# ---- scpu_fetch ----
scpu_fetch/gate_families.png
Bar = 20 µm.
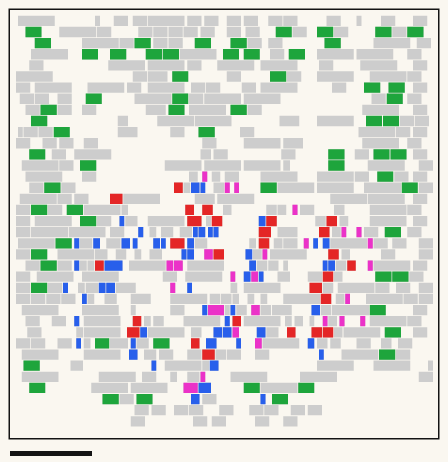

`config.mk`:
```
export PLATFORM = sky130hd
export DESIGN_NAME = scpu_fetch
export DESIGN_NICKNAME = d
export VERILOG_FILES = /design/src/rtl/scpu_pkg.sv /design/src/rtl/scpu_fetch.sv
export SDC_FILE = /design/constraint.sdc
export NUM_CORES = 1
export LEC_CHECK = 0
export CAP_MARGIN = 20
export CORE_MARGIN = 1
export CORE_UTILIZATION = 40
export CTS_CLUSTER_DIAMETER = 40
export CTS_CLUSTER_SIZE = 30
export DETAILED_ROUTE_END_ITERATION = 12
export PLACE_DENSITY = 0.83
export SLEW_MARGIN = 20
export SYNTH_ARGS = -nofsm -noshare
export SYNTH_HDL_FRONTEND = slang
export SYNTH_SLANG_ARGS = --single-unit
```
`constraint.sdc`:
```
create_clock -name clk -period 4.2 [get_ports clk]
set_clock_uncertainty 0.2 [all_clocks]
set_input_delay 0.84 -clock clk [delete_from_list [all_inputs] [get_ports clk]]
set_output_delay 0.84 -clock clk [all_outputs]
set_load 0.02 [all_outputs]
```
`src/rtl/scpu_pkg.sv`:
```
`default_nettype none
// ============================================================================
// Module      : scpu_pkg
// Description : Shared types and constants for the single-cycle CPU front end.
// Revision    : 1.0 - initial release
// ============================================================================
package scpu_pkg;

    localparam int unsigned      INSN_W   = 32;
    localparam logic [INSN_W-1:0] NOP_INSN = 32'h0000_0000;
    localparam int unsigned      PC_STEP  = 4;

    typedef enum logic [1:0] {
        REQ   = 2'd0,
        WAIT  = 2'd1,
        DRAIN = 2'd2
    } fetch_state_t;

endpackage : scpu_pkg
`default_nettype wire

```
`src/rtl/scpu_fetch.sv`:
```
`default_nettype none
// ============================================================================
// Module      : scpu_fetch
// Description : Instruction fetch stage - PC, single-outstanding imem fetch,
//               instruction register with valid/ready hand-off and redirect.
// Revision    : 1.0 - initial release
// ============================================================================
module scpu_fetch
    import scpu_pkg::*;
#(
    parameter int unsigned       ADDR_W   = 32,
    parameter logic [ADDR_W-1:0] RESET_PC = '0
) (
    input  logic              clk,
    input  logic              rst_n,
    output logic              imem_req_valid,
    output logic [ADDR_W-1:0] imem_req_addr,
    input  logic              imem_req_ready,
    input  logic              imem_rsp_valid,
    input  logic [INSN_W-1:0] imem_rsp_data,
    input  logic              redirect_valid,
    input  logic [ADDR_W-1:0] redirect_pc,
    output logic              ir_valid,
    input  logic              ir_ready,
    output logic [INSN_W-1:0] iReg,
    output logic [ADDR_W-1:0] ir_pc
);

    fetch_state_t      r_state;
    fetch_state_t      w_stateNext;
    logic [ADDR_W-1:0] r_pc;
    logic [ADDR_W-1:0] w_pcNext;
    logic [ADDR_W-1:0] w_redirPc;
    logic              r_irValid;
    logic [INSN_W-1:0] r_iReg;
    logic [ADDR_W-1:0] r_irPc;
    logic              w_slotFree;
    logic              w_reqFire;
    logic              w_rspTake;

    // A request is only issued when the IR can absorb its response.
    assign w_slotFree     = !r_irValid || ir_ready;
    assign imem_req_valid = rst_n && (r_state == REQ) && w_slotFree;
    assign w_reqFire      = imem_req_valid && imem_req_ready;
    assign w_rspTake      = (r_state == WAIT) && imem_rsp_valid && !redirect_valid;
    assign w_redirPc      = redirect_pc & ~ADDR_W'(3);

    assign imem_req_addr  = r_pc;
    assign ir_valid       = r_irValid;
    assign iReg           = r_iReg;
    assign ir_pc          = r_irPc;

    always_comb begin
        w_stateNext = r_state;
        case (r_state)
            REQ: begin
                if (w_reqFire) begin
                    w_stateNext = redirect_valid ? DRAIN : WAIT;
                end
            end
            WAIT: begin
                if (imem_rsp_valid) begin
                    w_stateNext = REQ;
                end else if (redirect_valid) begin
                    w_stateNext = DRAIN;
                end
            end
            DRAIN: begin
                if (imem_rsp_valid) begin
                    w_stateNext = REQ;
                end
            end
            default: w_stateNext = REQ;
        endcase
    end

    always_comb begin
        w_pcNext = r_pc;
        if (redirect_valid) begin
            w_pcNext = w_redirPc;
        end else if (w_rspTake) begin
            w_pcNext = r_pc + ADDR_W'(PC_STEP);
        end
    end

    always_ff @(posedge clk or negedge rst_n) begin
        if (!rst_n) begin
            r_state <= REQ;
            r_pc    <= RESET_PC;
        end else begin
            r_state <= w_stateNext;
            r_pc    <= w_pcNext;
        end
    end

    always_ff @(posedge clk or negedge rst_n) begin
        if (!rst_n) begin
            r_irValid <= 1'b0;
            r_iReg    <= NOP_INSN;
            r_irPc    <= '0;
        end else begin
            if (redirect_valid) begin
                r_irValid <= 1'b0;
            end else if (w_rspTake) begin
                r_irValid <= 1'b1;
            end else if (r_irValid && ir_ready) begin
                r_irValid <= 1'b0;
            end
            if (w_rspTake) begin
                r_iReg <= imem_rsp_data;
                r_irPc <= r_pc;
            end
        end
    end

endmodule : scpu_fetch
`default_nettype wire

```
# ---- max_pooling_buf ----
$ cat src/rtl/max_pooling_buf.sv
// max_pooling_buf: forms stride-2 2x2 windows from a binary raster stream
// one line buffer row plus two registers of horizontal history
module max_pooling_buf #(
  parameter int IMG_W = 24,
  parameter int IMG_H = 24
) (
  input  logic clk,
  input  logic rst,
  input  logic valid_in,
  input  logic pixel_in,
  output logic pixel_0,
  output logic pixel_1,
  output logic pixel_2,
  output logic pixel_3,
  output logic valid_out_buf,
  output logic frame_done
);

  localparam int CW = $clog2(IMG_W);
  localparam int RW = $clog2(IMG_H);

  localparam logic [CW-1:0] COL_LAST = CW'(IMG_W - 1);
  localparam logic [CW-1:0] COL_WMAX = CW'(2 * (IMG_W / 2) - 1);
  localparam logic [RW-1:0] ROW_LAST = RW'(IMG_H - 1);

  logic [CW-1:0] col;
  logic [RW-1:0] row;
  logic          line_buf [IMG_W];
  logic          top_prev;
  logic          cur_prev;
  logic          line_rd;
  logic          col_end;
  logic          row_end;
  logic          win_hit;

  // previous-row pixel at this column, and window/frame position decode
  always_comb begin
    line_rd = line_buf[col];
    col_end = (col == COL_LAST);
    row_end = (row == ROW_LAST);
    win_hit = row[0] & col[0] & (col <= COL_WMAX);
  end

  // raster position; col wraps into row, row wraps at frame end
  always_ff @(posedge clk) begin
    if (rst) begin
      col <= '0;
      row <= '0;
    end else if (valid_in) begin
      if (col_end) begin
        col <= '0;
        row <= row_end ? '0 : row + 1'b1;
      end else begin
        col <= col + 1'b1;
      end
    end
  end

  // line buffer: not reset, row 0 always fills it before any read
  always_ff @(posedge clk) begin
    if (!rst && valid_in) begin
      line_buf[col] <= pixel_in;
    end
  end

  // history registers and registered window / frame-end outputs
  always_ff @(posedge clk) begin
    if (rst) begin
      top_prev      <= 1'b0;
      cur_prev      <= 1'b0;
      pixel_0       <= 1'b0;
      pixel_1       <= 1'b0;
      pixel_2       <= 1'b0;
      pixel_3       <= 1'b0;
      valid_out_buf <= 1'b0;
      frame_done    <= 1'b0;
    end else begin
      valid_out_buf <= 1'b0;
      frame_done    <= 1'b0;
      if (valid_in) begin
        top_prev   <= line_rd;
        cur_prev   <= pixel_in;
        frame_done <= col_end & row_end;
        if (win_hit) begin
          valid_out_buf <= 1'b1;
          pixel_0       <= top_prev;
          pixel_1       <= line_rd;
          pixel_2       <= cur_prev;
          pixel_3       <= pixel_in;
        end
      end
    end
  end

endmodule
$ cat config.mk
export PLATFORM = sky130hd
export DESIGN_NAME = max_pooling_buf
export DESIGN_NICKNAME = d
export VERILOG_FILES = /design/src/rtl/max_pooling_buf.sv
export SDC_FILE = /design/constraint.sdc
export NUM_CORES = 1
export LEC_CHECK = 0
export CORE_AREA = 2 2 66 68
export DETAILED_ROUTE_END_ITERATION = 8
export DIE_AREA = 0 0 68 70
export PLACE_DENSITY = 0.77
export SYNTH_ARGS = -nofsm -noshare
export SYNTH_HDL_FRONTEND = slang
export SYNTH_SLANG_ARGS = --single-unit
export TNS_END_PERCENT = 50
$ cat constraint.sdc
create_clock -name clk -period 2.7 [get_ports clk]
set_clock_uncertainty 0.2 [all_clocks]
set_input_delay 0.27 -clock clk [delete_from_list [all_inputs] [get_ports clk]]
set_output_delay 0.27 -clock clk [all_outputs]
set_load 0.01 [all_outputs]

==> gallery <==
Placement view.
shot_01.png
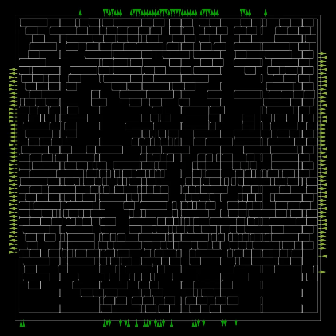
shot_02.png
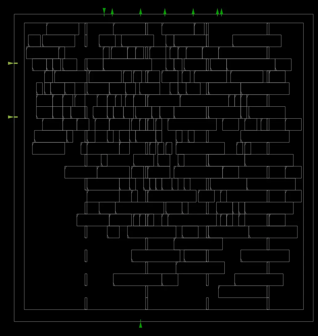
- shot_01.png = scpu_fetch
- shot_02.png = max_pooling_buf

scpu_fetch/wire_density.png
The die is cut into 21 by 21 equal tiles; black is low, pale yellow is high, scaled to the fullest tile. Values are wire area over tile area, all layers added.
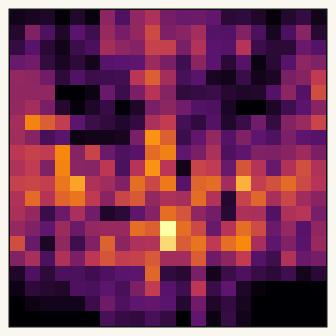
6.8% of the tiles are nearly empty. The mean over all tiles is 0.16. 17% of the tiles are over half the peak. The fullest tile reaches 0.52.

scpu_fetch/zoom.png
Bar = 10 µm. Region (40, 19) to (65, 44) µm. Cells in grey, sequential cells in the stronger grey; small squares are vias.
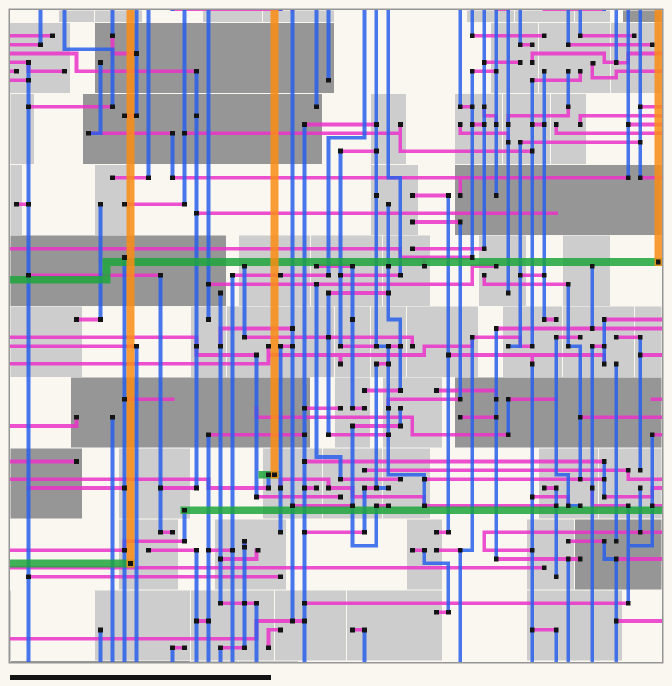
Green stands for met3. Magenta stands for met1. Blue stands for met2. Orange stands for met4.
Netlist names of flops here include `imem_req_addr` (4), `r_state` (2). 46 logic cells have their middle in the window. Most frequent: nand2_1 (6), dfrtp_1 (6), buf_4 (5). Sequential cells in the window: 6.

About scpu_fetch/gate_families.png:
Magenta stands for NOR gates, cells 26, most used nor2_1. Red stands for AND and OR gates, cells 27, most used or4_1. Blue stands for NAND gates, cells 54, most used nand2_1. Green stands for multiplexers, cells 64, most used mux2_2, where widely spread.
Top cell excl fill/tap: clkdlybuf4s50_1
logic share of the area: 0.2832
fin cells: 653

==> flow_metrics.env, scpu_fetch <==
# yosys + openroad results
export IMPL_status="finished clean"
export IMPL_maxSlewViolCount=0
export IMPL_setup_viol=0
export IMPL_logic_gate_count=235
export IMPL_path_delay_family="buffers and inverters"
export IMPL_start_kind="input port"
export IMPL_cpPeakStageDelay_ns=0.65
export IMPL_crit_top_cell="clkdlybuf4s50_1"
export IMPL_ys_sh_aoi=0.07361
export IMPL_fp_coreArea_um2=10280
export IMPL_intPower_uw=2006
export IMPL_syn_inst=353
export IMPL_switching_share=0.3312
export IMPL_grtUsageMet2=0.3529
export IMPL_clock_power_uw=542
export IMPL_max_cap_viol_count=0
export IMPL_cts_setup_buffers=0
export IMPL_gp_congestion=0.7788
export IMPL_io_buffers=161
export IMPL_endpoint_kind="output pin"
export IMPL_cp_max_fo=3
export IMPL_synth_edff_count=0
export IMPL_nNetsFinal=583
export IMPL_power_density_nw_per_um2=489.5
export IMPL_grt_pass1_vias=3600
export IMPL_pin_count=168
export IMPL_sh_seq_area=0.3880
export IMPL_hpwl_um=7686
export IMPL_met1_usage=0.2586
export IMPL_drt_iter0_drc=188
export IMPL_wl_met3_um=785
export IMPL_nWellTaps=136
export IMPL_fp_dieArea_um2=10950
export IMPL_routed_wl_um=10770
max_pooling_buf/wire_density.png
The die is cut into 14 by 14 equal tiles; black is low, pale yellow is high, scaled to the fullest tile. Values are wire area over tile area, all layers added.
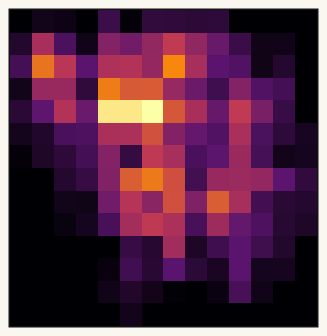
The fullest tile reaches 0.58. 26% of the tiles are nearly empty. 9.7% of the tiles are over half the peak. The mean over all tiles is 0.12.
GRT Total Usage: 0.1773
routed wire length: 3684 µm
DR WL/cell: 15.41 µm

max_pooling_buf/gate_families.png
Bar = 20 µm.
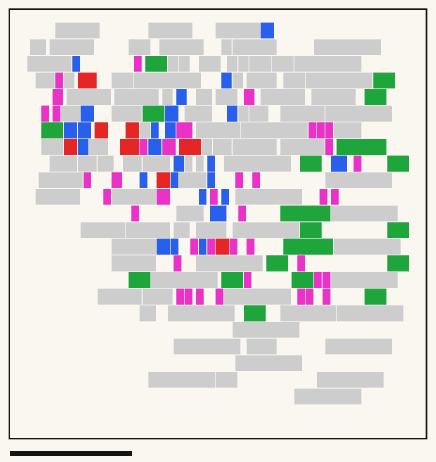
Red stands for AND and OR gates, cells 8, most used and2_1. Green stands for multiplexers, cells 19, most used mux2i_1. Blue stands for NAND gates, cells 25, most used nand2_1. Magenta stands for NOR gates, cells 41, most used nor2_1.

==> flow_metrics.env, max_pooling_buf <==
# yosys + openroad results
export IMPL_status="finished clean"
export IMPL_ys_top_cells_by_count="35 x nor2_1, 24 x edfxtp_1, 23 x dfxtp_1, 16 x mux2i_1, 10 x nand2_1"
export IMPL_clock_latency_ns=0.30
export IMPL_yosysMostFrequentCell="nor2_1"
export IMPL_grt_pass1_vias=1332
export IMPL_fin_util=0.5492
export IMPL_cp_required_ns=2.74
export IMPL_antennaDiodeCount=0
export IMPL_powerSeq_uw=767
export IMPL_stdcell_count=239
export IMPL_yosys_area_share_simple=0.1738
export IMPL_wl_met3_um=113
export IMPL_synth_mux_area_fraction=0.1126
export IMPL_ys_ff=47
export IMPL_clock_power_uw=568

# ---- cmp_unit ----
cmp_unit/wire_density.png
The die is cut into 25 by 15 equal tiles; black is low, pale yellow is high, scaled to the fullest tile. Values are wire area over tile area, all layers added.
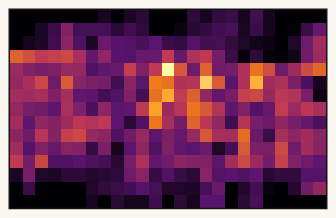

File: config.mk
export PLATFORM = sky130hd
export DESIGN_NAME = cmp_unit
export DESIGN_NICKNAME = d
export VERILOG_FILES = /design/src/rtl/cmp_pkg.sv /design/src/rtl/cmp_slice.sv /design/src/rtl/cmp_unit.sv
export SDC_FILE = /design/constraint.sdc
export NUM_CORES = 1
export LEC_CHECK = 0
export CORE_ASPECT_RATIO = 0.6
export CORE_MARGIN = 4
export CORE_UTILIZATION = 45
export CTS_CLUSTER_SIZE = 8
export DETAILED_ROUTE_END_ITERATION = 8
export GPL_TIMING_DRIVEN = 0
export PLACE_DENSITY = 0.77
export SYNTH_ARGS = -nofsm -noshare
export SYNTH_HDL_FRONTEND = slang
export SYNTH_SLANG_ARGS = --single-unit
File: constraint.sdc
create_clock -name clk -period 8.8 [get_ports clk]
set_input_delay 0.88 -clock clk [delete_from_list [all_inputs] [get_ports clk]]
set_output_delay 0.88 -clock clk [all_outputs]
set_load 0.02 [all_outputs]
File: src/rtl/cmp_pkg.sv
// Shared types and constants for the serial compare unit.
package cmp_pkg;

    typedef enum logic [2:0] {
        OP_EQ  = 3'b000,
        OP_LT  = 3'b001,
        OP_LE  = 3'b010,
        OP_NE  = 3'b011,
        OP_LTU = 3'b100,
        OP_LEU = 3'b101
    } cmp_op_e;

    typedef enum logic [1:0] {
        IDLE,
        BUSY,
        DONE
    } cmp_state_e;

    // Bit positions inside the {z, n, v, c} flag vector
    localparam int FLAG_Z = 3;
    localparam int FLAG_N = 2;
    localparam int FLAG_V = 1;
    localparam int FLAG_C = 0;

endpackage

File: src/rtl/cmp_slice.sv
// One SLICE-bit piece of a - b, computed as a + ~b + cin.
module cmp_slice #(
    parameter int SLICE = 8
) (
    input  logic [SLICE-1:0] i_a,
    input  logic [SLICE-1:0] i_b,
    input  logic             i_cin,
    output logic [SLICE-1:0] o_sum,
    output logic             o_cout,
    output logic             o_is_zero
);

    logic [SLICE:0] w_full;

    assign w_full    = {1'b0, i_a} + {1'b0, ~i_b} + (SLICE+1)'(i_cin);
    assign o_sum     = w_full[SLICE-1:0];
    assign o_cout    = w_full[SLICE];
    assign o_is_zero = (w_full[SLICE-1:0] == '0);

endmodule

File: src/rtl/cmp_unit.sv
// Serial set-on-compare unit: subtracts SLICE bits per cycle, then resolves the op.
// Define CMP_UNSIGNED_EN to enable the LTU/LEU ops; otherwise they return 0.
module cmp_unit
    import cmp_pkg::*;
#(
    parameter int WIDTH = 32,
    parameter int SLICE = 8,
    parameter int OUT_W = 32
) (
    input  logic             clk,
    input  logic             reset,
    input  logic             in_valid,
    output logic             in_ready,
    input  logic [WIDTH-1:0] a,
    input  logic [WIDTH-1:0] b,
    input  logic [2:0]       op,
    output logic             out_valid,
    input  logic             out_ready,
    output logic [OUT_W-1:0] result,
    output logic [3:0]       flags
);

    localparam int NSLICE = WIDTH / SLICE;
    localparam int CNT_W  = (NSLICE > 1) ? $clog2(NSLICE) : 1;
    localparam logic [CNT_W-1:0] LAST = CNT_W'(NSLICE - 1);

    generate
        if (WIDTH % SLICE != 0) begin : g_bad_width
            $error("cmp_unit: WIDTH must be a multiple of SLICE");
        end
    endgenerate

    function automatic logic resolve(input logic [2:0] i_op, input logic [3:0] i_f);
        logic w_lt;
        logic w_res;
        w_lt = i_f[FLAG_N] ^ i_f[FLAG_V];
        case (cmp_op_e'(i_op))
            OP_EQ:   w_res = i_f[FLAG_Z];
            OP_LT:   w_res = w_lt;
            OP_LE:   w_res = w_lt | i_f[FLAG_Z];
            OP_NE:   w_res = ~i_f[FLAG_Z];
`ifdef CMP_UNSIGNED_EN
            OP_LTU:  w_res = ~i_f[FLAG_C];
            OP_LEU:  w_res = ~i_f[FLAG_C] | i_f[FLAG_Z];
`endif
            default: w_res = 1'b0;
        endcase
        return w_res;
    endfunction

    cmp_state_e       r_state;
    cmp_state_e       w_next;
    logic [WIDTH-1:0] r_a;
    logic [WIDTH-1:0] r_b;
    logic [2:0]       r_op;
    logic             r_carry;
    logic             r_zacc;
    logic [CNT_W-1:0] r_count;
    logic             r_res;
    logic [3:0]       r_flags;

    logic [SLICE-1:0] w_a_sl [NSLICE];
    logic [SLICE-1:0] w_b_sl [NSLICE];
    logic [SLICE-1:0] w_sum;
    logic             w_cout;
    logic             w_zero;
    logic [3:0]       w_flags_new;

    for (genvar gi = 0; gi < NSLICE; gi++) begin : g_sl
        assign w_a_sl[gi] = r_a[gi*SLICE +: SLICE];
        assign w_b_sl[gi] = r_b[gi*SLICE +: SLICE];
    end

    // Single adder shared across cycles; the counter selects the active slice
    cmp_slice #(.SLICE(SLICE)) u_slice (
        .i_a       (w_a_sl[r_count]),
        .i_b       (w_b_sl[r_count]),
        .i_cin     (r_carry),
        .o_sum     (w_sum),
        .o_cout    (w_cout),
        .o_is_zero (w_zero)
    );

    assign w_flags_new[FLAG_Z] = r_zacc & w_zero;
    assign w_flags_new[FLAG_N] = w_sum[SLICE-1];
    assign w_flags_new[FLAG_V] = (r_a[WIDTH-1] ^ r_b[WIDTH-1]) & (w_sum[SLICE-1] ^ r_a[WIDTH-1]);
    assign w_flags_new[FLAG_C] = w_cout;

    always_ff @(posedge clk) begin
        if (reset) r_state <= IDLE;
        else       r_state <= w_next;
    end

    always_comb begin
        w_next = r_state;
        case (r_state)
            IDLE:    if (in_valid)        w_next = BUSY;
            BUSY:    if (r_count == LAST) w_next = DONE;
            DONE:    if (out_ready)       w_next = IDLE;
            default:                      w_next = IDLE;
        endcase
    end

    // Operands are only captured on acceptance, so later input changes are ignored
    always_ff @(posedge clk) begin
        if (r_state == IDLE && in_valid) begin
            r_a  <= a;
            r_b  <= b;
            r_op <= op;
        end
    end

    always_ff @(posedge clk) begin
        if (reset) begin
            r_carry <= 1'b1;
            r_zacc  <= 1'b1;
            r_count <= '0;
            r_res   <= 1'b0;
            r_flags <= 4'b0;
        end else begin
            case (r_state)
                IDLE: begin
                    if (in_valid) begin
                        r_carry <= 1'b1;
                        r_zacc  <= 1'b1;
                        r_count <= '0;
                    end
                end
                BUSY: begin
                    r_carry <= w_cout;
                    r_zacc  <= r_zacc & w_zero;
                    if (r_count == LAST) begin
                        r_flags <= w_flags_new;
                        r_res   <= resolve(r_op, w_flags_new);
                    end else begin
                        r_count <= r_count + CNT_W'(1);
                    end
                end
                default: ;
            endcase
        end
    end

    assign in_ready  = (r_state == IDLE);
    assign out_valid = (r_state == DONE);
    assign result    = OUT_W'(r_res);
    assign flags     = r_flags;

endmodule

# ---- reg_pipe ----
<file path="config.mk">
export PLATFORM = sky130hd
export DESIGN_NAME = reg_pipe
export DESIGN_NICKNAME = d
export VERILOG_FILES = /design/src/rtl/reg_pipe_pkg.sv /design/src/rtl/reg_pipe_stage.sv /design/src/rtl/reg_pipe.sv
export SDC_FILE = /design/constraint.sdc
export NUM_CORES = 1
export LEC_CHECK = 0
export CAP_MARGIN = 20
export CORE_MARGIN = 1
export CORE_UTILIZATION = 42
export DETAILED_ROUTE_END_ITERATION = 16
export GPL_TIMING_DRIVEN = 0
export MAX_ROUTING_LAYER = met4
export PLACE_DENSITY_LB_ADDON = 0.12
export SETUP_SLACK_MARGIN = 0.1
export SLEW_MARGIN = 10
export SYNTH_ARGS = -nofsm -noshare
export SYNTH_HDL_FRONTEND = slang
export SYNTH_SLANG_ARGS = --single-unit
</file>
<file path="constraint.sdc">
create_clock -name clk -period 5.8 [get_ports clk]
set_input_delay 0.58 -clock clk [delete_from_list [all_inputs] [get_ports clk]]
set_output_delay 0.58 -clock clk [all_outputs]
set_load 0.05 [all_outputs]
</file>
<file path="src/rtl/reg_pipe_pkg.sv">
// Shared definitions for the reg_pipe elastic register pipeline.
// Provides default geometry and the occupancy-counter width helper.
package reg_pipe_pkg;

    localparam int DEFAULT_WIDTH = 32;
    localparam int DEFAULT_DEPTH = 2;

    // Bits needed to count 0..depth items inclusive.
    function automatic int occ_width(input int depth);
        return $clog2(depth + 1);
    endfunction

endpackage

</file>
<file path="src/rtl/reg_pipe_stage.sv">
// One valid/data register pair of the reg_pipe chain.
// Data only loads when valid data arrives, so bubbles leave dat untouched.
module reg_pipe_stage
    import reg_pipe_pkg::*;
#(
    parameter int               WIDTH     = DEFAULT_WIDTH,
    parameter logic [WIDTH-1:0] RESET_VAL = '0
) (
    input  logic             clk,
    input  logic             rst,
    input  logic             flush,
    input  logic             load,
    input  logic             vld_in,
    input  logic [WIDTH-1:0] dat_in,
    output logic             vld_q,
    output logic [WIDTH-1:0] dat_q
);

    logic             vld_reg;
    logic [WIDTH-1:0] dat_reg;

    always_ff @(posedge clk or posedge rst) begin
        if (rst) begin
            vld_reg <= 1'b0;
            dat_reg <= RESET_VAL;
        end else begin
            if (flush) begin
                vld_reg <= 1'b0;
            end else if (load) begin
                vld_reg <= vld_in;
            end
            // A flush discards in-flight items but leaves stored data as is.
            if (load && vld_in && !flush) begin
                dat_reg <= dat_in;
            end
        end
    end

    assign vld_q = vld_reg;
    assign dat_q = dat_reg;

endmodule

</file>
<file path="src/rtl/reg_pipe.sv">
// Elastic, bubble-collapsing valid/ready register pipeline of DEPTH stages.
// Optional occupancy output `occ` is enabled by defining REG_PIPE_OCC_EN.
module reg_pipe
    import reg_pipe_pkg::*;
#(
    parameter int               WIDTH     = DEFAULT_WIDTH,
    parameter int               DEPTH     = DEFAULT_DEPTH,
    parameter logic [WIDTH-1:0] RESET_VAL = '0
) (
    input  logic             clk,
    input  logic             rst,
    input  logic             flush,
    input  logic             in_valid,
    output logic             in_ready,
    input  logic [WIDTH-1:0] in_data,
    output logic             out_valid,
    input  logic             out_ready,
    output logic [WIDTH-1:0] out_data
`ifdef REG_PIPE_OCC_EN
    ,
    output logic [occ_width(DEPTH)-1:0] occ
`endif
);

    if (DEPTH < 1) begin : g_bad_depth
        $error("reg_pipe: DEPTH must be >= 1");
    end
    if (WIDTH < 1) begin : g_bad_width
        $error("reg_pipe: WIDTH must be >= 1");
    end

    logic [DEPTH:0]   adv;
    logic [DEPTH-1:0] vld;
    logic [WIDTH-1:0] dat [DEPTH];
    logic             accept;

    // Ready ripples from the output back to the input: a stage can take new
    // data if it is empty or the stage after it is moving.
    always_comb begin
        adv        = '0;
        adv[DEPTH] = out_ready;
        for (int i = DEPTH - 1; i >= 0; i--) begin
            adv[i] = !vld[i] || adv[i+1];
        end
    end

    assign in_ready = adv[0] && !flush && !rst;
    assign accept   = in_valid && in_ready;

    for (genvar gi = 0; gi < DEPTH; gi++) begin : g_stage
        logic             vld_in;
        logic [WIDTH-1:0] dat_in;

        if (gi == 0) begin : g_head
            assign vld_in = accept;
            assign dat_in = in_data;
        end else begin : g_body
            assign vld_in = vld[gi-1];
            assign dat_in = dat[gi-1];
        end

        reg_pipe_stage #(
            .WIDTH     (WIDTH),
            .RESET_VAL (RESET_VAL)
        ) u_stage (
            .clk    (clk),
            .rst    (rst),
            .flush  (flush),
            .load   (adv[gi]),
            .vld_in (vld_in),
            .dat_in (dat_in),
            .vld_q  (vld[gi]),
            .dat_q  (dat[gi])
        );
    end

    assign out_valid = vld[DEPTH-1] && !flush;
    assign out_data  = dat[DEPTH-1];

`ifdef REG_PIPE_OCC_EN
    localparam int OW = occ_width(DEPTH);

    logic [OW-1:0] occ_reg;
    logic          out_fire;

    assign out_fire = out_valid && out_ready;

    always_ff @(posedge clk or posedge rst) begin
        if (rst) begin
            occ_reg <= '0;
        end else if (flush) begin
            occ_reg <= '0;
        end else if (accept && !out_fire) begin
            occ_reg <= occ_reg + OW'(1);
        end else if (!accept && out_fire) begin
            occ_reg <= occ_reg - OW'(1);
        end
    end

    assign occ = occ_reg;

`ifndef SYNTHESIS
    // The counter must always agree with the number of occupied stages.
    always @(posedge clk) begin
        if (!rst) begin
            assert (occ_reg == OW'($countones(vld)))
            else $error("reg_pipe: occ %0d disagrees with valid count %0d",
                        occ_reg, $countones(vld));
        end
    end
`endif
`endif

endmodule

</file>
# ---- mem_stage ----
File: src/rtl/mem_stage.sv
// mem_stage: EX->MEM pipeline register, data-memory handshake,
// load alignment/extension and the WB / EX-forwarding buses.
module mem_stage #(
   parameter int EX2MEM_WD = 235,
   parameter int MEM2WB_WD = 166,
   parameter int MEM2EX_WD = 70
) (
   input  logic                 clk,
   input  logic                 rst_n,
   input  logic [5:0]           stall,
   input  logic [EX2MEM_WD-1:0] ex2mem_bus,
   output logic [MEM2WB_WD-1:0] mem2wb_bus,
   output logic [MEM2EX_WD-1:0] mem2ex_fwd,
   output logic                 stallreq_mem,
   output logic                 dmem_req,
   input  logic                 dmem_gnt,
   output logic                 dmem_we,
   output logic [63:0]          dmem_addr,
   output logic [7:0]           dmem_wstrb,
   output logic [63:0]          dmem_wdata,
   input  logic                 dmem_rvalid,
   input  logic [63:0]          dmem_rdata
);

   typedef struct packed {
      logic        mem_re;
      logic        mem_we;
      logic [1:0]  mem_size;
      logic        mem_unsigned;
      logic        rf_we;
      logic [4:0]  rf_waddr;
      logic [63:0] ex_result;
      logic [63:0] store_data;
      logic [63:0] pc;
      logic [31:0] inst;
   } ex2mem_t;

   typedef enum logic [1:0] {IDLE, WAIT, DONE} state_t;

   ex2mem_t     bus_r;
   state_t      state, state_nx;
   logic [63:0] load_buf;
   logic        mem_op;
   logic [2:0]  off;
   logic [7:0]  strb;
   logic [63:0] wd;
   logic [7:0]  ld_b;
   logic [15:0] ld_h;
   logic [31:0] ld_w;
   logic [63:0] ld_ext;
   logic [63:0] rf_wdata;
   logic        unused_stall;

   assign unused_stall = ^{stall[5], stall[2:0]};

   always_ff @(posedge clk or negedge rst_n) begin
      if (!rst_n) begin
         bus_r <= '0;
      end else if (!stall[3]) begin
         bus_r <= ex2mem_bus;
      end else if (!stall[4]) begin
         bus_r <= '0;
      end
   end

   always_ff @(posedge clk or negedge rst_n) begin
      if (!rst_n) begin
         state    <= IDLE;
         load_buf <= '0;
      end else begin
         state <= state_nx;
         if (state == WAIT && dmem_rvalid) begin
            load_buf <= dmem_rdata;
         end
      end
   end

   assign mem_op = bus_r.mem_re | bus_r.mem_we;

   always_comb begin
      state_nx = state;
      dmem_req = 1'b0;
      unique case (state)
         IDLE: begin
            dmem_req = mem_op;
            if (mem_op && dmem_gnt) state_nx = WAIT;
         end
         WAIT: begin
            if (dmem_rvalid) state_nx = DONE;
         end
         DONE: begin
            if (!stall[3]) state_nx = IDLE;
         end
         default: state_nx = IDLE;
      endcase
   end

   assign stallreq_mem = mem_op & (state != DONE);

   assign off = bus_r.ex_result[2:0];

   always_comb begin
      strb = 8'hFF;
      wd   = bus_r.store_data;
      unique case (bus_r.mem_size)
         2'd0: begin
            strb = 8'h01 << off;
            wd   = {8{bus_r.store_data[7:0]}};
         end
         2'd1: begin
            strb = 8'h03 << {off[2:1], 1'b0};
            wd   = {4{bus_r.store_data[15:0]}};
         end
         2'd2: begin
            strb = 8'h0F << {off[2], 2'b00};
            wd   = {2{bus_r.store_data[31:0]}};
         end
         default: ;
      endcase
   end

   assign dmem_we    = bus_r.mem_we;
   assign dmem_addr  = {bus_r.ex_result[63:3], 3'b000};
   assign dmem_wstrb = bus_r.mem_we ? strb : 8'h00;
   assign dmem_wdata = wd;

   assign ld_b = 8'(load_buf >> {off, 3'b000});
   assign ld_h = 16'(load_buf >> {off[2:1], 4'b0000});
   assign ld_w = 32'(load_buf >> {off[2], 5'b00000});

   always_comb begin
      ld_ext = load_buf;
      unique case (bus_r.mem_size)
         2'd0: ld_ext = bus_r.mem_unsigned ? {56'b0, ld_b}
                                           : {{56{ld_b[7]}}, ld_b};
         2'd1: ld_ext = bus_r.mem_unsigned ? {48'b0, ld_h}
                                           : {{48{ld_h[15]}}, ld_h};
         2'd2: ld_ext = bus_r.mem_unsigned ? {32'b0, ld_w}
                                           : {{32{ld_w[31]}}, ld_w};
         default: ;
      endcase
   end

   assign rf_wdata = bus_r.mem_re ? ld_ext : bus_r.ex_result;

   assign mem2wb_bus = {bus_r.rf_we, bus_r.rf_waddr, rf_wdata,
                        bus_r.pc, bus_r.inst};
   assign mem2ex_fwd = mem2wb_bus[MEM2WB_WD-1 -: MEM2EX_WD];

endmodule

File: config.mk
export PLATFORM = sky130hd
export DESIGN_NAME = mem_stage
export DESIGN_NICKNAME = d
export VERILOG_FILES = /design/src/rtl/mem_stage.sv
export SDC_FILE = /design/constraint.sdc
export NUM_CORES = 1
export LEC_CHECK = 0
export CORE_AREA = 4 4 260 262
export CTS_CLUSTER_DIAMETER = 200
export DETAILED_ROUTE_END_ITERATION = 7
export DIE_AREA = 0 0 264 266
export DONT_BUFFER_PORTS = 1
export GPL_ROUTABILITY_DRIVEN = 0
export PLACE_DENSITY = 0.47
export RECOVER_POWER = 25
export SLEW_MARGIN = 40
export SYNTH_ARGS = -nofsm -noshare
export SYNTH_HDL_FRONTEND = slang
export SYNTH_SLANG_ARGS = --single-unit
export TNS_END_PERCENT = 5
File: constraint.sdc
create_clock -name clk -period 1.99 [get_ports clk]
set_clock_uncertainty 0.05 [all_clocks]
set_input_delay 0.2985 -clock clk [delete_from_list [all_inputs] [get_ports clk]]
set_output_delay 0.2985 -clock clk [all_outputs]
set_load 0.01 [all_outputs]
# ---- instr_decode_queue ----
$ cat src/rtl/instr_decode_queue.sv
// Decodes 32-bit instructions to control-unit start states and buffers them in a small FIFO.
// Define DECODE_COND_EN to evaluate the ARM condition field against Flags (failures emit NOP_STATE).
module instr_decode_queue #(
    parameter int unsigned STATE_W       = 6,
    parameter int unsigned DEPTH         = 2,
    parameter int unsigned NOP_STATE     = 1,
    parameter int unsigned ILLEGAL_STATE = 63,
    parameter int unsigned CNT_W         = 8
) (
    input  logic               Clk,
    input  logic               Reset,
    input  logic [31:0]        In,
    input  logic               In_valid,
    output logic               In_ready,
    input  logic [3:0]         Flags,
    output logic [STATE_W-1:0] Out,
    output logic               Out_illegal,
    output logic               Out_valid,
    input  logic               Out_ready,
    output logic [CNT_W-1:0]   Illegal_cnt
);

    localparam int unsigned PTR_W  = $clog2(DEPTH);
    localparam int unsigned COUNT_W = $clog2(DEPTH + 1);
    localparam logic [COUNT_W-1:0] FULL_COUNT = COUNT_W'(DEPTH);

    typedef logic [STATE_W:0] entry_t;

    entry_t               mem_q [DEPTH];
    entry_t               mem_d [DEPTH];
    logic [PTR_W-1:0]     wr_ptr_q, wr_ptr_d;
    logic [PTR_W-1:0]     rd_ptr_q, rd_ptr_d;
    logic [COUNT_W-1:0]   count_q, count_d;
    logic [CNT_W-1:0]     ill_cnt_q, ill_cnt_d;

    logic [STATE_W-1:0]   tbl_state;
    logic                 tbl_legal;
    logic                 cond_pass;
    entry_t               new_entry;
    logic                 push, pop;

    always_comb begin
        tbl_state = '0;
        tbl_legal = 1'b0;
        unique case (In[27:25])
            3'b000: begin
                if (In[24:21] == 4'b0100) begin
                    tbl_legal = 1'b1;
                    tbl_state = In[4] ? STATE_W'(10) : STATE_W'(11);
                end
            end
            3'b001: begin
                tbl_legal = 1'b1;
                case (In[24:21])
                    4'b0100: tbl_state = STATE_W'(12);
                    4'b1010: tbl_state = STATE_W'(13);
                    4'b1101: tbl_state = STATE_W'(14);
                    4'b0010: tbl_state = STATE_W'(15);
                    default: tbl_legal = 1'b0;
                endcase
            end
            3'b010: begin
                tbl_legal = 1'b1;
                case ({In[24], In[20]})
                    2'b00:   tbl_state = STATE_W'(20);
                    2'b01:   tbl_state = STATE_W'(25);
                    2'b10:   tbl_state = STATE_W'(21);
                    default: tbl_state = STATE_W'(26);
                endcase
            end
            3'b101: begin
                tbl_legal = 1'b1;
                tbl_state = In[24] ? STATE_W'(31) : STATE_W'(30);
            end
            default: begin
                tbl_legal = 1'b0;
            end
        endcase
    end

`ifdef DECODE_COND_EN
    logic n_f, z_f, c_f, v_f;
    assign {n_f, z_f, c_f, v_f} = Flags;

    always_comb begin
        cond_pass = 1'b0;
        case (In[31:28])
            4'b0000: cond_pass = z_f;
            4'b0001: cond_pass = !z_f;
            4'b0010: cond_pass = c_f;
            4'b0011: cond_pass = !c_f;
            4'b0100: cond_pass = n_f;
            4'b0101: cond_pass = !n_f;
            4'b0110: cond_pass = v_f;
            4'b0111: cond_pass = !v_f;
            4'b1000: cond_pass = c_f && !z_f;
            4'b1001: cond_pass = !c_f || z_f;
            4'b1010: cond_pass = (n_f == v_f);
            4'b1011: cond_pass = (n_f != v_f);
            4'b1100: cond_pass = !z_f && (n_f == v_f);
            4'b1101: cond_pass = z_f || (n_f != v_f);
            4'b1110: cond_pass = 1'b1;
            default: cond_pass = 1'b0;
        endcase
    end
`else
    logic unused_cond;
    assign unused_cond = ^{In[31:28], Flags};
    assign cond_pass   = 1'b1;
`endif

    logic unused_bits;
    assign unused_bits = ^{In[19:5], In[3:0]};

    // Illegal takes priority over a failed condition.
    always_comb begin
        if (!tbl_legal)
            new_entry = {1'b1, STATE_W'(ILLEGAL_STATE)};
        else if (!cond_pass)
            new_entry = {1'b0, STATE_W'(NOP_STATE)};
        else
            new_entry = {1'b0, tbl_state};
    end

    assign push = In_valid && In_ready;
    assign pop  = Out_valid && Out_ready;

    always_comb begin
        mem_d     = mem_q;
        wr_ptr_d  = wr_ptr_q;
        rd_ptr_d  = rd_ptr_q;
        count_d   = count_q;
        ill_cnt_d = ill_cnt_q;

        if (push) begin
            mem_d[wr_ptr_q] = new_entry;
            wr_ptr_d        = wr_ptr_q + 1'b1;
            if (new_entry[STATE_W] && (ill_cnt_q != '1))
                ill_cnt_d = ill_cnt_q + 1'b1;
        end
        if (pop)
            rd_ptr_d = rd_ptr_q + 1'b1;

        case ({push, pop})
            2'b10:   count_d = count_q + 1'b1;
            2'b01:   count_d = count_q - 1'b1;
            default: count_d = count_q;
        endcase
    end

    always_ff @(posedge Clk or posedge Reset) begin
        if (Reset) begin
            mem_q     <= '{default: '0};
            wr_ptr_q  <= '0;
            rd_ptr_q  <= '0;
            count_q   <= '0;
            ill_cnt_q <= '0;
        end else begin
            mem_q     <= mem_d;
            wr_ptr_q  <= wr_ptr_d;
            rd_ptr_q  <= rd_ptr_d;
            count_q   <= count_d;
            ill_cnt_q <= ill_cnt_d;
        end
    end

    assign Out         = mem_q[rd_ptr_q][STATE_W-1:0];
    assign Out_illegal = mem_q[rd_ptr_q][STATE_W];
    assign Out_valid   = (count_q != '0);
    assign In_ready    = (count_q < FULL_COUNT);
    assign Illegal_cnt = ill_cnt_q;

endmodule

$ cat config.mk
export PLATFORM = sky130hd
export DESIGN_NAME = instr_decode_queue
export DESIGN_NICKNAME = d
export VERILOG_FILES = /design/src/rtl/instr_decode_queue.sv
export SDC_FILE = /design/constraint.sdc
export NUM_CORES = 1
export LEC_CHECK = 0
export ABC_AREA = 1
export CAP_MARGIN = 20
export CELL_PAD_IN_SITES_DETAIL_PLACEMENT = 1
export CELL_PAD_IN_SITES_GLOBAL_PLACEMENT = 1
export CORE_MARGIN = 3
export CORE_UTILIZATION = 28
export CTS_CLUSTER_DIAMETER = 50
export DETAILED_ROUTE_END_ITERATION = 10
export PLACE_DENSITY = 0.74
export REMOVE_ABC_BUFFERS = 1
export SLEW_MARGIN = 25
export SYNTH_ARGS = -nofsm -noshare
export SYNTH_HDL_FRONTEND = slang
export SYNTH_SLANG_ARGS = --single-unit
$ cat constraint.sdc
create_clock -name Clk -period 1.65 [get_ports Clk]
set_input_delay 0.33 -clock Clk [delete_from_list [all_inputs] [get_ports Clk]]
set_output_delay 0.33 -clock Clk [all_outputs]
set_load 0.01 [all_outputs]
mem_stage/drive_strength.png
Bar = 100 µm.
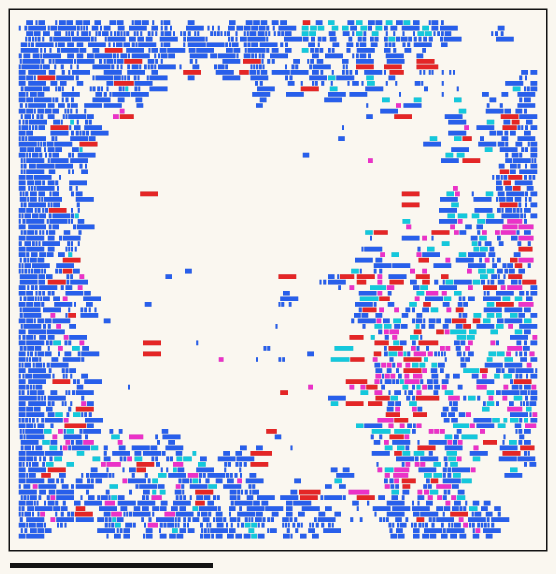
Red stands for drive 6 and up, cells 113. Magenta stands for drive 3 to 4, cells 166. Blue stands for drive 1 or less, cells 1846. Cyan stands for drive 2, cells 193.

==> flow_metrics.env, mem_stage <==
# yosys + openroad results
export IMPL_finalWorstSetupSlack_ns=-0.7834
export IMPL_fp_coreArea_um2=65390
export IMPL_wl_met1_um=28830
export IMPL_cts_tree="built"
export IMPL_cp_max_fo=9
export IMPL_maxSlewViolCount=166
export IMPL_finalHoldViolCount=301
export IMPL_clock_power_uw=7530
export IMPL_violations="hold timing, slew limit, setup timing"
export IMPL_comb_share=0.2776
export IMPL_grt_pass1_wl_um=111400
export IMPL_ys_chip_area_um2=17180
export IMPL_setup_viol=185
export IMPL_tool_warnings=44
export IMPL_yosys_area_top_type="dfrtp_1"
export IMPL_finalCritPeriodShare=1.394
export IMPL_whs_ns=-0.5976
export IMPL_viasPerCell=4.888
export IMPL_nWellTaps=864
export IMPL_core_rowCount=94
export IMPL_status="complete, but fails checks"
export IMPL_bufAreaShareNonClock=0.2820
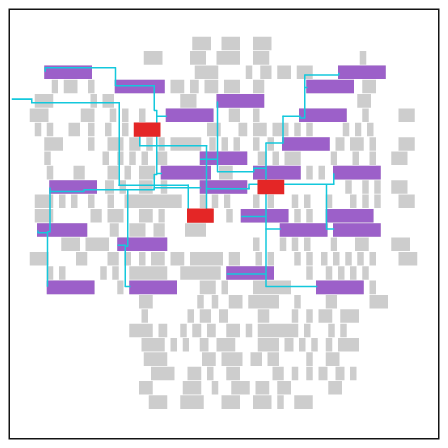
instr_decode_queue/clock_map.png
Cyan stands for clock wires, length 347 µm. Red stands for cells driving clock nets, count 3. Purple stands for flip-flops, count 24.
There are 4 routed clock nets.

==> flow_metrics.env, instr_decode_queue <==
# yosys + openroad results
export IMPL_powerSeq_uw=1040
export IMPL_finalWorstSetupSlack_ns=0.04259
export IMPL_fp_dieArea_um2=6586
export IMPL_drt_iter0_drc=60
export IMPL_synth_edff_count=0
export IMPL_layout_drive_gt1_share=0.2331
export IMPL_ff_type="dfrtp_1"
export IMPL_sh_seq_area=0.2680
export IMPL_clock_power_uw=521
export IMPL_power_density_nw_per_um2=1377
export IMPL_wl_met3_um=116
export IMPL_power_leakage_uw=0.001172
export IMPL_slowest_stage="clkdlybuf4s50_1"
export IMPL_htree_levels=1
export IMPL_async_reset_ff_frac=1.000
export IMPL_n_all_buffers=56
export IMPL_largest_class="logic gates"
export IMPL_crit_buf_inv=1
export IMPL_viasPerCell=4.571
export IMPL_crit_end="Illegal_cnt[0]"
export IMPL_yosys_area_share_simple=0.4146
export IMPL_status="finished clean"
export IMPL_fin_crit_ns=1.607
export IMPL_cp_arrival_ns=1.28
export IMPL_clkTransAtPathRegs_ns=0.09
export IMPL_rr_worst_depth=7
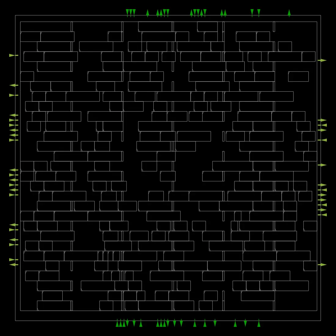
reg_pipe/final_placement.png
flop share of the area: 0.4365
# Taps: 77
fill count: 493
fin cells: 312

==> flow_metrics.env, reg_pipe <==
# yosys + openroad results
export IMPL_cp_arrival_ns=2.21
export IMPL_antenna_found_initial=0
export IMPL_yosysMostFrequentCell="dfrtp_1"
export IMPL_cp_required_ns=5.22
export IMPL_nClkBuffers=11
export IMPL_fp_util=0.4353
export IMPL_vias=1468
export IMPL_largest_class="registers"
export IMPL_r2r_start="g_stage[1].u_stage.vld_q"
export IMPL_critPathLaunch="flush"
export IMPL_pin_count=71
export IMPL_rr_worst_depth=4
export IMPL_finalWorstSetupSlack_ns=3.015
export IMPL_whs_path_depth=1
export IMPL_comb_share=0.2765
export IMPL_grt_busiest_layer="met2"
export IMPL_clkPwrFrac=0.225
export IMPL_stdcell_area_um2=3784
export IMPL_antennaDiodeCount=0
export IMPL_crit_buf_inv=2
export IMPL_cpPeakStageDelay_ns=0.79
export IMPL_status="finished clean"
export IMPL_synth_cell_types=16
export IMPL_viasPerCell=4.705
cmp_unit/final_placement.png
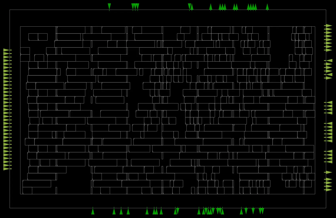
flop share of the area: 0.4536
Flops: 78
area of the core: 7507 µm²
# Taps: 104
fin util: 0.6555

cmp_unit/clock_map.png
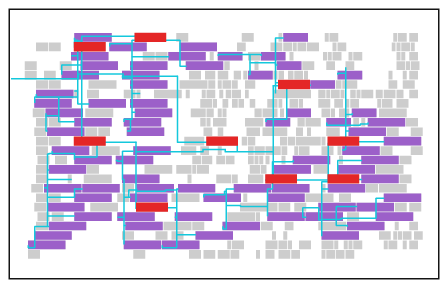
Purple stands for flip-flops, count 78. Cyan stands for clock wires, length 872 µm. Red stands for cells driving clock nets, count 9.
Position of the flops: widely spread. There are 10 routed clock nets.
Power Clock: 379 µW
Late-Pin Clk Latency: 0.33 ns
clock group share of total power: 0.391
final setup skew: 0.004395 ns

Notes on cmp_unit/wire_density.png above:
The emptiest ninth of the die: lower left. The fullest tile reaches 0.45. The densest ninth of the die: centre. The mean over all tiles is 0.12.

==> flow_metrics.env, cmp_unit <==
# yosys + openroad results
export IMPL_fin_total_pwr_uw=968.0
export IMPL_clockBufferDepth=2
export IMPL_grt_busiest_layer="met2"
export IMPL_slew_headroom=0.4259
export IMPL_rr_worst_depth=11
export IMPL_whs_ns=0.4667
export IMPL_status="finished clean"
export IMPL_cts_buffers=9
export IMPL_fin_setup_tns_ns=0
export IMPL_die_h_um=77.26
export IMPL_root_buffer="clkbuf_16"
export IMPL_yosys_area_top_type="edfxtp_1"
export IMPL_nClkBuffers=12
export IMPL_yosysCellCount=241
export IMPL_comb_power_uw=158
export IMPL_grt_start_max_net_pins=69
export IMPL_combGateArea_um2=1162
export IMPL_fp_dieW_um=123.4
export IMPL_r2r_end="r_res"
export IMPL_io_buffers=77
export IMPL_yosysWarnings=0
export IMPL_synth_mux_area_fraction=0.1061
export IMPL_n_fill_cell=601
export IMPL_remaining_drc_errors=0
export IMPL_htree_levels=3
export IMPL_yosysMostFrequentCell="edfxtp_1"
export IMPL_ys_sh_aoi=0.07791
export IMPL_reg2reg_slack_ns=4.85
export IMPL_layout_drive_gt1_share=0.2005
export IMPL_ys_chip_area_um2=3597
export IMPL_min_from="flags[2]"
export IMPL_core_rowCount=24
export IMPL_area_leaders="edfxtp_1 56%, mux4_2 10%, buf_4 6.7%"
export IMPL_power_density_nw_per_um2=196.7
export IMPL_synth_avg_cell_area_um2=14.93
export IMPL_wl_per_cell_um=15.38
export IMPL_r2r_start="r_count[1]"
export IMPL_cp_required_ns=9.00
export IMPL_crit_buf_inv=2
export IMPL_power_leakage_uw=0.001864
export IMPL_endpoint_kind="flip-flop"
export IMPL_fp_util=0.4792
export IMPL_whs_path_depth=2

# ---- tick_timer_ctrl ----
tick_timer_ctrl/clock_map.png
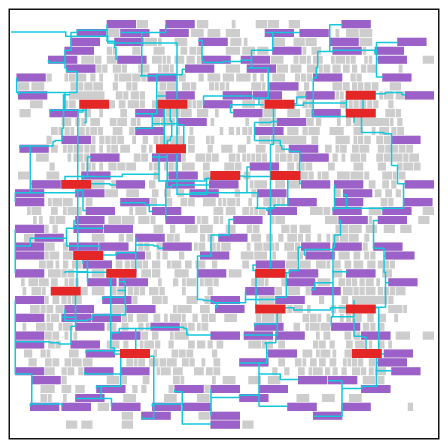
tick_timer_ctrl/gate_families.png
Bar = 50 µm.
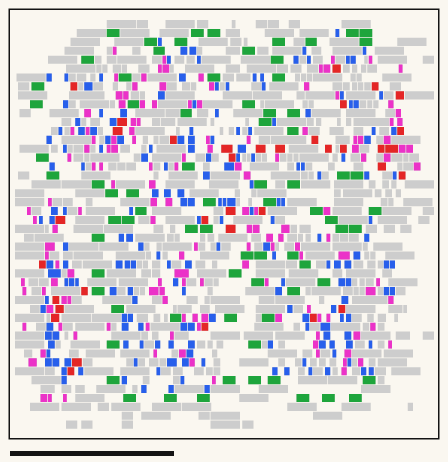
<file path="src/rtl/tick_timer_ctrl.sv">
// Shared-prescaler multi-channel countdown timer with valid/ready config port.
// Optional sticky expiry flags are enabled by defining TIMER_STICKY_EN.
module tick_timer_ctrl #(
    parameter int PRESCALE_MAX = 5_000_000 - 1,
    parameter int NUM_CH       = 4,
    parameter int CNT_W        = 16
) (
    input  logic                      clk,
    input  logic                      rst_n,
    input  logic                      cfg_valid,
    output logic                      cfg_ready,
    input  logic [$clog2(NUM_CH)-1:0] cfg_ch,
    input  logic [1:0]                cfg_op,
    input  logic [CNT_W-1:0]          cfg_count,
    output logic                      tick_o,
    output logic [NUM_CH-1:0]         ch_busy,
    output logic [NUM_CH-1:0]         ch_expire
`ifdef TIMER_STICKY_EN
    ,
    output logic [NUM_CH-1:0]         ch_sticky
`endif
);

    localparam int CW = $clog2(NUM_CH);
    localparam int PW = (PRESCALE_MAX > 0) ? $clog2(PRESCALE_MAX + 1) : 1;
    localparam logic [PW-1:0] PMAX = PW'(PRESCALE_MAX);

    localparam logic [1:0] OP_STOP   = 2'b00;
    localparam logic [1:0] OP_ONE    = 2'b01;
    localparam logic [1:0] OP_PER    = 2'b10;
    localparam logic [1:0] OP_RELOAD = 2'b11;

    typedef enum logic {
        IDLE,
        RUN
    } state_t;

    logic [PW-1:0]    pcnt;
    logic             accept;
    logic [CNT_W-1:0] cnt_eff;

    always_ff @(posedge clk or negedge rst_n) begin
        if (!rst_n) begin
            pcnt   <= '0;
            tick_o <= 1'b0;
        end else begin
            tick_o <= (pcnt == PMAX);
            pcnt   <= (pcnt == PMAX) ? '0 : pcnt + PW'(1);
        end
    end

    // No config in a tick cycle, so config and decrement never collide.
    assign cfg_ready = ~tick_o;
    assign accept    = cfg_valid & ~tick_o;
    assign cnt_eff   = (cfg_count == '0) ? CNT_W'(1) : cfg_count;

    for (genvar i = 0; i < NUM_CH; i++) begin : g_ch
        state_t           state;
        logic             periodic;
        logic [CNT_W-1:0] remaining;
        logic [CNT_W-1:0] reload;
        logic             exp_q;
        logic             hit;
        logic             fire;

        assign hit  = accept && (cfg_ch == CW'(i));
        assign fire = tick_o && (state == RUN) && (remaining == CNT_W'(1));

        always_ff @(posedge clk or negedge rst_n) begin
            if (!rst_n) begin
                state     <= IDLE;
                periodic  <= 1'b0;
                remaining <= '0;
                reload    <= '0;
                exp_q     <= 1'b0;
            end else begin
                exp_q <= 1'b0;
                if (hit) begin
                    unique case (cfg_op)
                        OP_STOP: begin
                            state     <= IDLE;
                            remaining <= '0;
                        end
                        OP_ONE, OP_PER: begin
                            state     <= RUN;
                            periodic  <= (cfg_op == OP_PER);
                            remaining <= cnt_eff;
                            reload    <= cnt_eff;
                        end
                        OP_RELOAD: begin
                            if (state == RUN) begin
                                remaining <= cnt_eff;
                                reload    <= cnt_eff;
                            end
                        end
                        default: ;
                    endcase
                end else if (tick_o && state == RUN) begin
                    if (remaining > CNT_W'(1)) begin
                        remaining <= remaining - CNT_W'(1);
                    end else begin
                        exp_q <= 1'b1;
                        if (periodic) begin
                            remaining <= reload;
                        end else begin
                            state     <= IDLE;
                            remaining <= '0;
                        end
                    end
                end
            end
        end

        assign ch_busy[i]   = (state == RUN);
        assign ch_expire[i] = exp_q;

`ifdef TIMER_STICKY_EN
        logic sticky_q;

        // Set has priority over a clear from an accepted config.
        always_ff @(posedge clk or negedge rst_n) begin
            if (!rst_n) begin
                sticky_q <= 1'b0;
            end else if (fire) begin
                sticky_q <= 1'b1;
            end else if (hit) begin
                sticky_q <= 1'b0;
            end
        end

        assign ch_sticky[i] = sticky_q;
`endif
    end

endmodule

</file>
<file path="config.mk">
export PLATFORM = sky130hd
export DESIGN_NAME = tick_timer_ctrl
export DESIGN_NICKNAME = d
export VERILOG_FILES = /design/src/rtl/tick_timer_ctrl.sv
export SDC_FILE = /design/constraint.sdc
export NUM_CORES = 1
export LEC_CHECK = 0
export CORE_MARGIN = 1
export CORE_UTILIZATION = 55
export CTS_CLUSTER_SIZE = 24
export DETAILED_ROUTE_END_ITERATION = 10
export PLACE_DENSITY_LB_ADDON = 0.2
export RECOVER_POWER = 100
export SYNTH_ARGS = -nofsm -noshare
export SYNTH_HDL_FRONTEND = slang
export SYNTH_SLANG_ARGS = --single-unit
export TNS_END_PERCENT = 5
</file>
<file path="constraint.sdc">
create_clock -name clk -period 4.8 [get_ports clk]
set_input_delay 0.72 -clock clk [delete_from_list [all_inputs] [get_ports clk]]
set_output_delay 0.72 -clock clk [all_outputs]
set_load 0.02 [all_outputs]
</file>
==> flow_metrics.env <==
# yosys + openroad results
export IMPL_status="complete, but fails checks"
export IMPL_violations="capacitance limit, slew limit"
export IMPL_r2r_start="tick_o"
export IMPL_fin_setup_tns_ns=0
export IMPL_syn_nets=994
export IMPL_wl_met2_um=11430
export IMPL_whs_ns=0.4952
export IMPL_path_delay_family="AND-OR/OR-AND gates"
export IMPL_p_comb_frac=0.194
export IMPL_tightest_slew_ns=2.486
export IMPL_crit_end="g_ch[3].remaining[9]"
export IMPL_dp_cells=1156
export IMPL_hpwl_um=16640
export IMPL_comb_power_uw=824
export IMPL_max_cap_viol_count=2
export IMPL_slowest_stage="o22ai_1"
export IMPL_tool_warnings=33
export IMPL_stdcell_area_um2=10110
export IMPL_worstHoldPathType="reg -> reg"
export IMPL_place_area_um2=9528
export IMPL_syn_to_final_growth_pct=10.76
export IMPL_nClkBuffers=19
export IMPL_remaining_drc_errors=0
export IMPL_cp_cell_sequence="dlygate4sd3_1 > ha_1 > nor2_1 > o22ai_1 > a21oi_1 > a31oi_1"
export IMPL_maxSlewViolCount=130
export IMPL_overflow=0
export IMPL_pin_count=33
export IMPL_wl_met3_um=2076
export IMPL_stdcell_count=1188
export IMPL_core_rowCount=46
export IMPL_yosysTopAreaCellShare=0.4498
Notes on tick_timer_ctrl/clock_map.png above:
Purple stands for flip-flops, count 164. Red stands for cells driving clock nets, count 17. Cyan stands for clock wires, length 2070 µm.
There are 18 routed clock nets.

Notes on tick_timer_ctrl/gate_families.png above:
Blue stands for NAND gates, cells 190, most used nand2_1, where widely spread. Magenta stands for NOR gates, cells 144, most used nor2_1, where widely spread. Green stands for multiplexers, cells 76, most used mux2_2. Red stands for AND and OR gates, cells 35, most used and3_1.



==> layout pictures side by side <==
Clock distribution.
Plate I
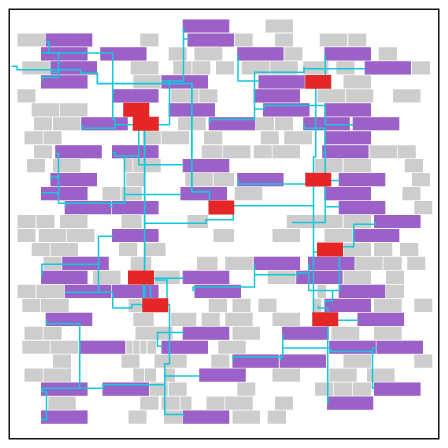
Plate II
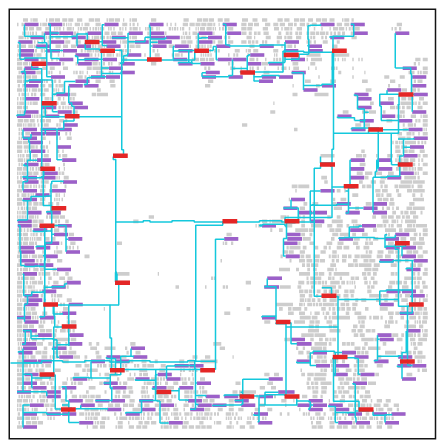
Plate III
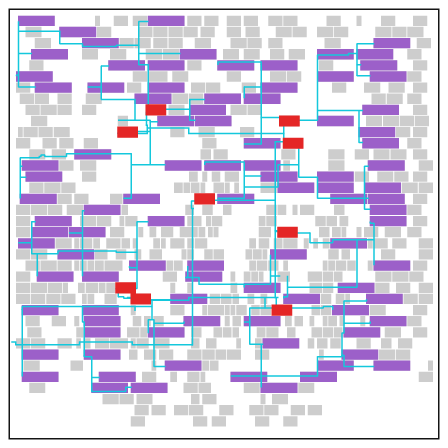
Plate IV
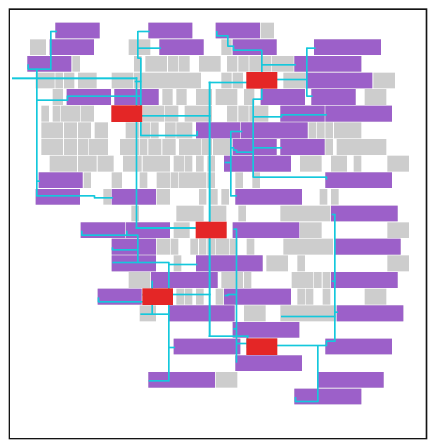
| picture | from |
|---|---|
| Plate I | reg_pipe |
| Plate IV | max_pooling_buf |
| Plate II | mem_stage |
| Plate III | scpu_fetch |
The one with the fewest sequential cells is Plate IV.

Key to Plate I:
Purple stands for flip-flops, count 66. Cyan stands for clock wires, length 792 µm. Red stands for cells driving clock nets, count 9.
There are 10 routed clock nets.

Power figures rest on the tool's default switching activity, not on a simulated workload.
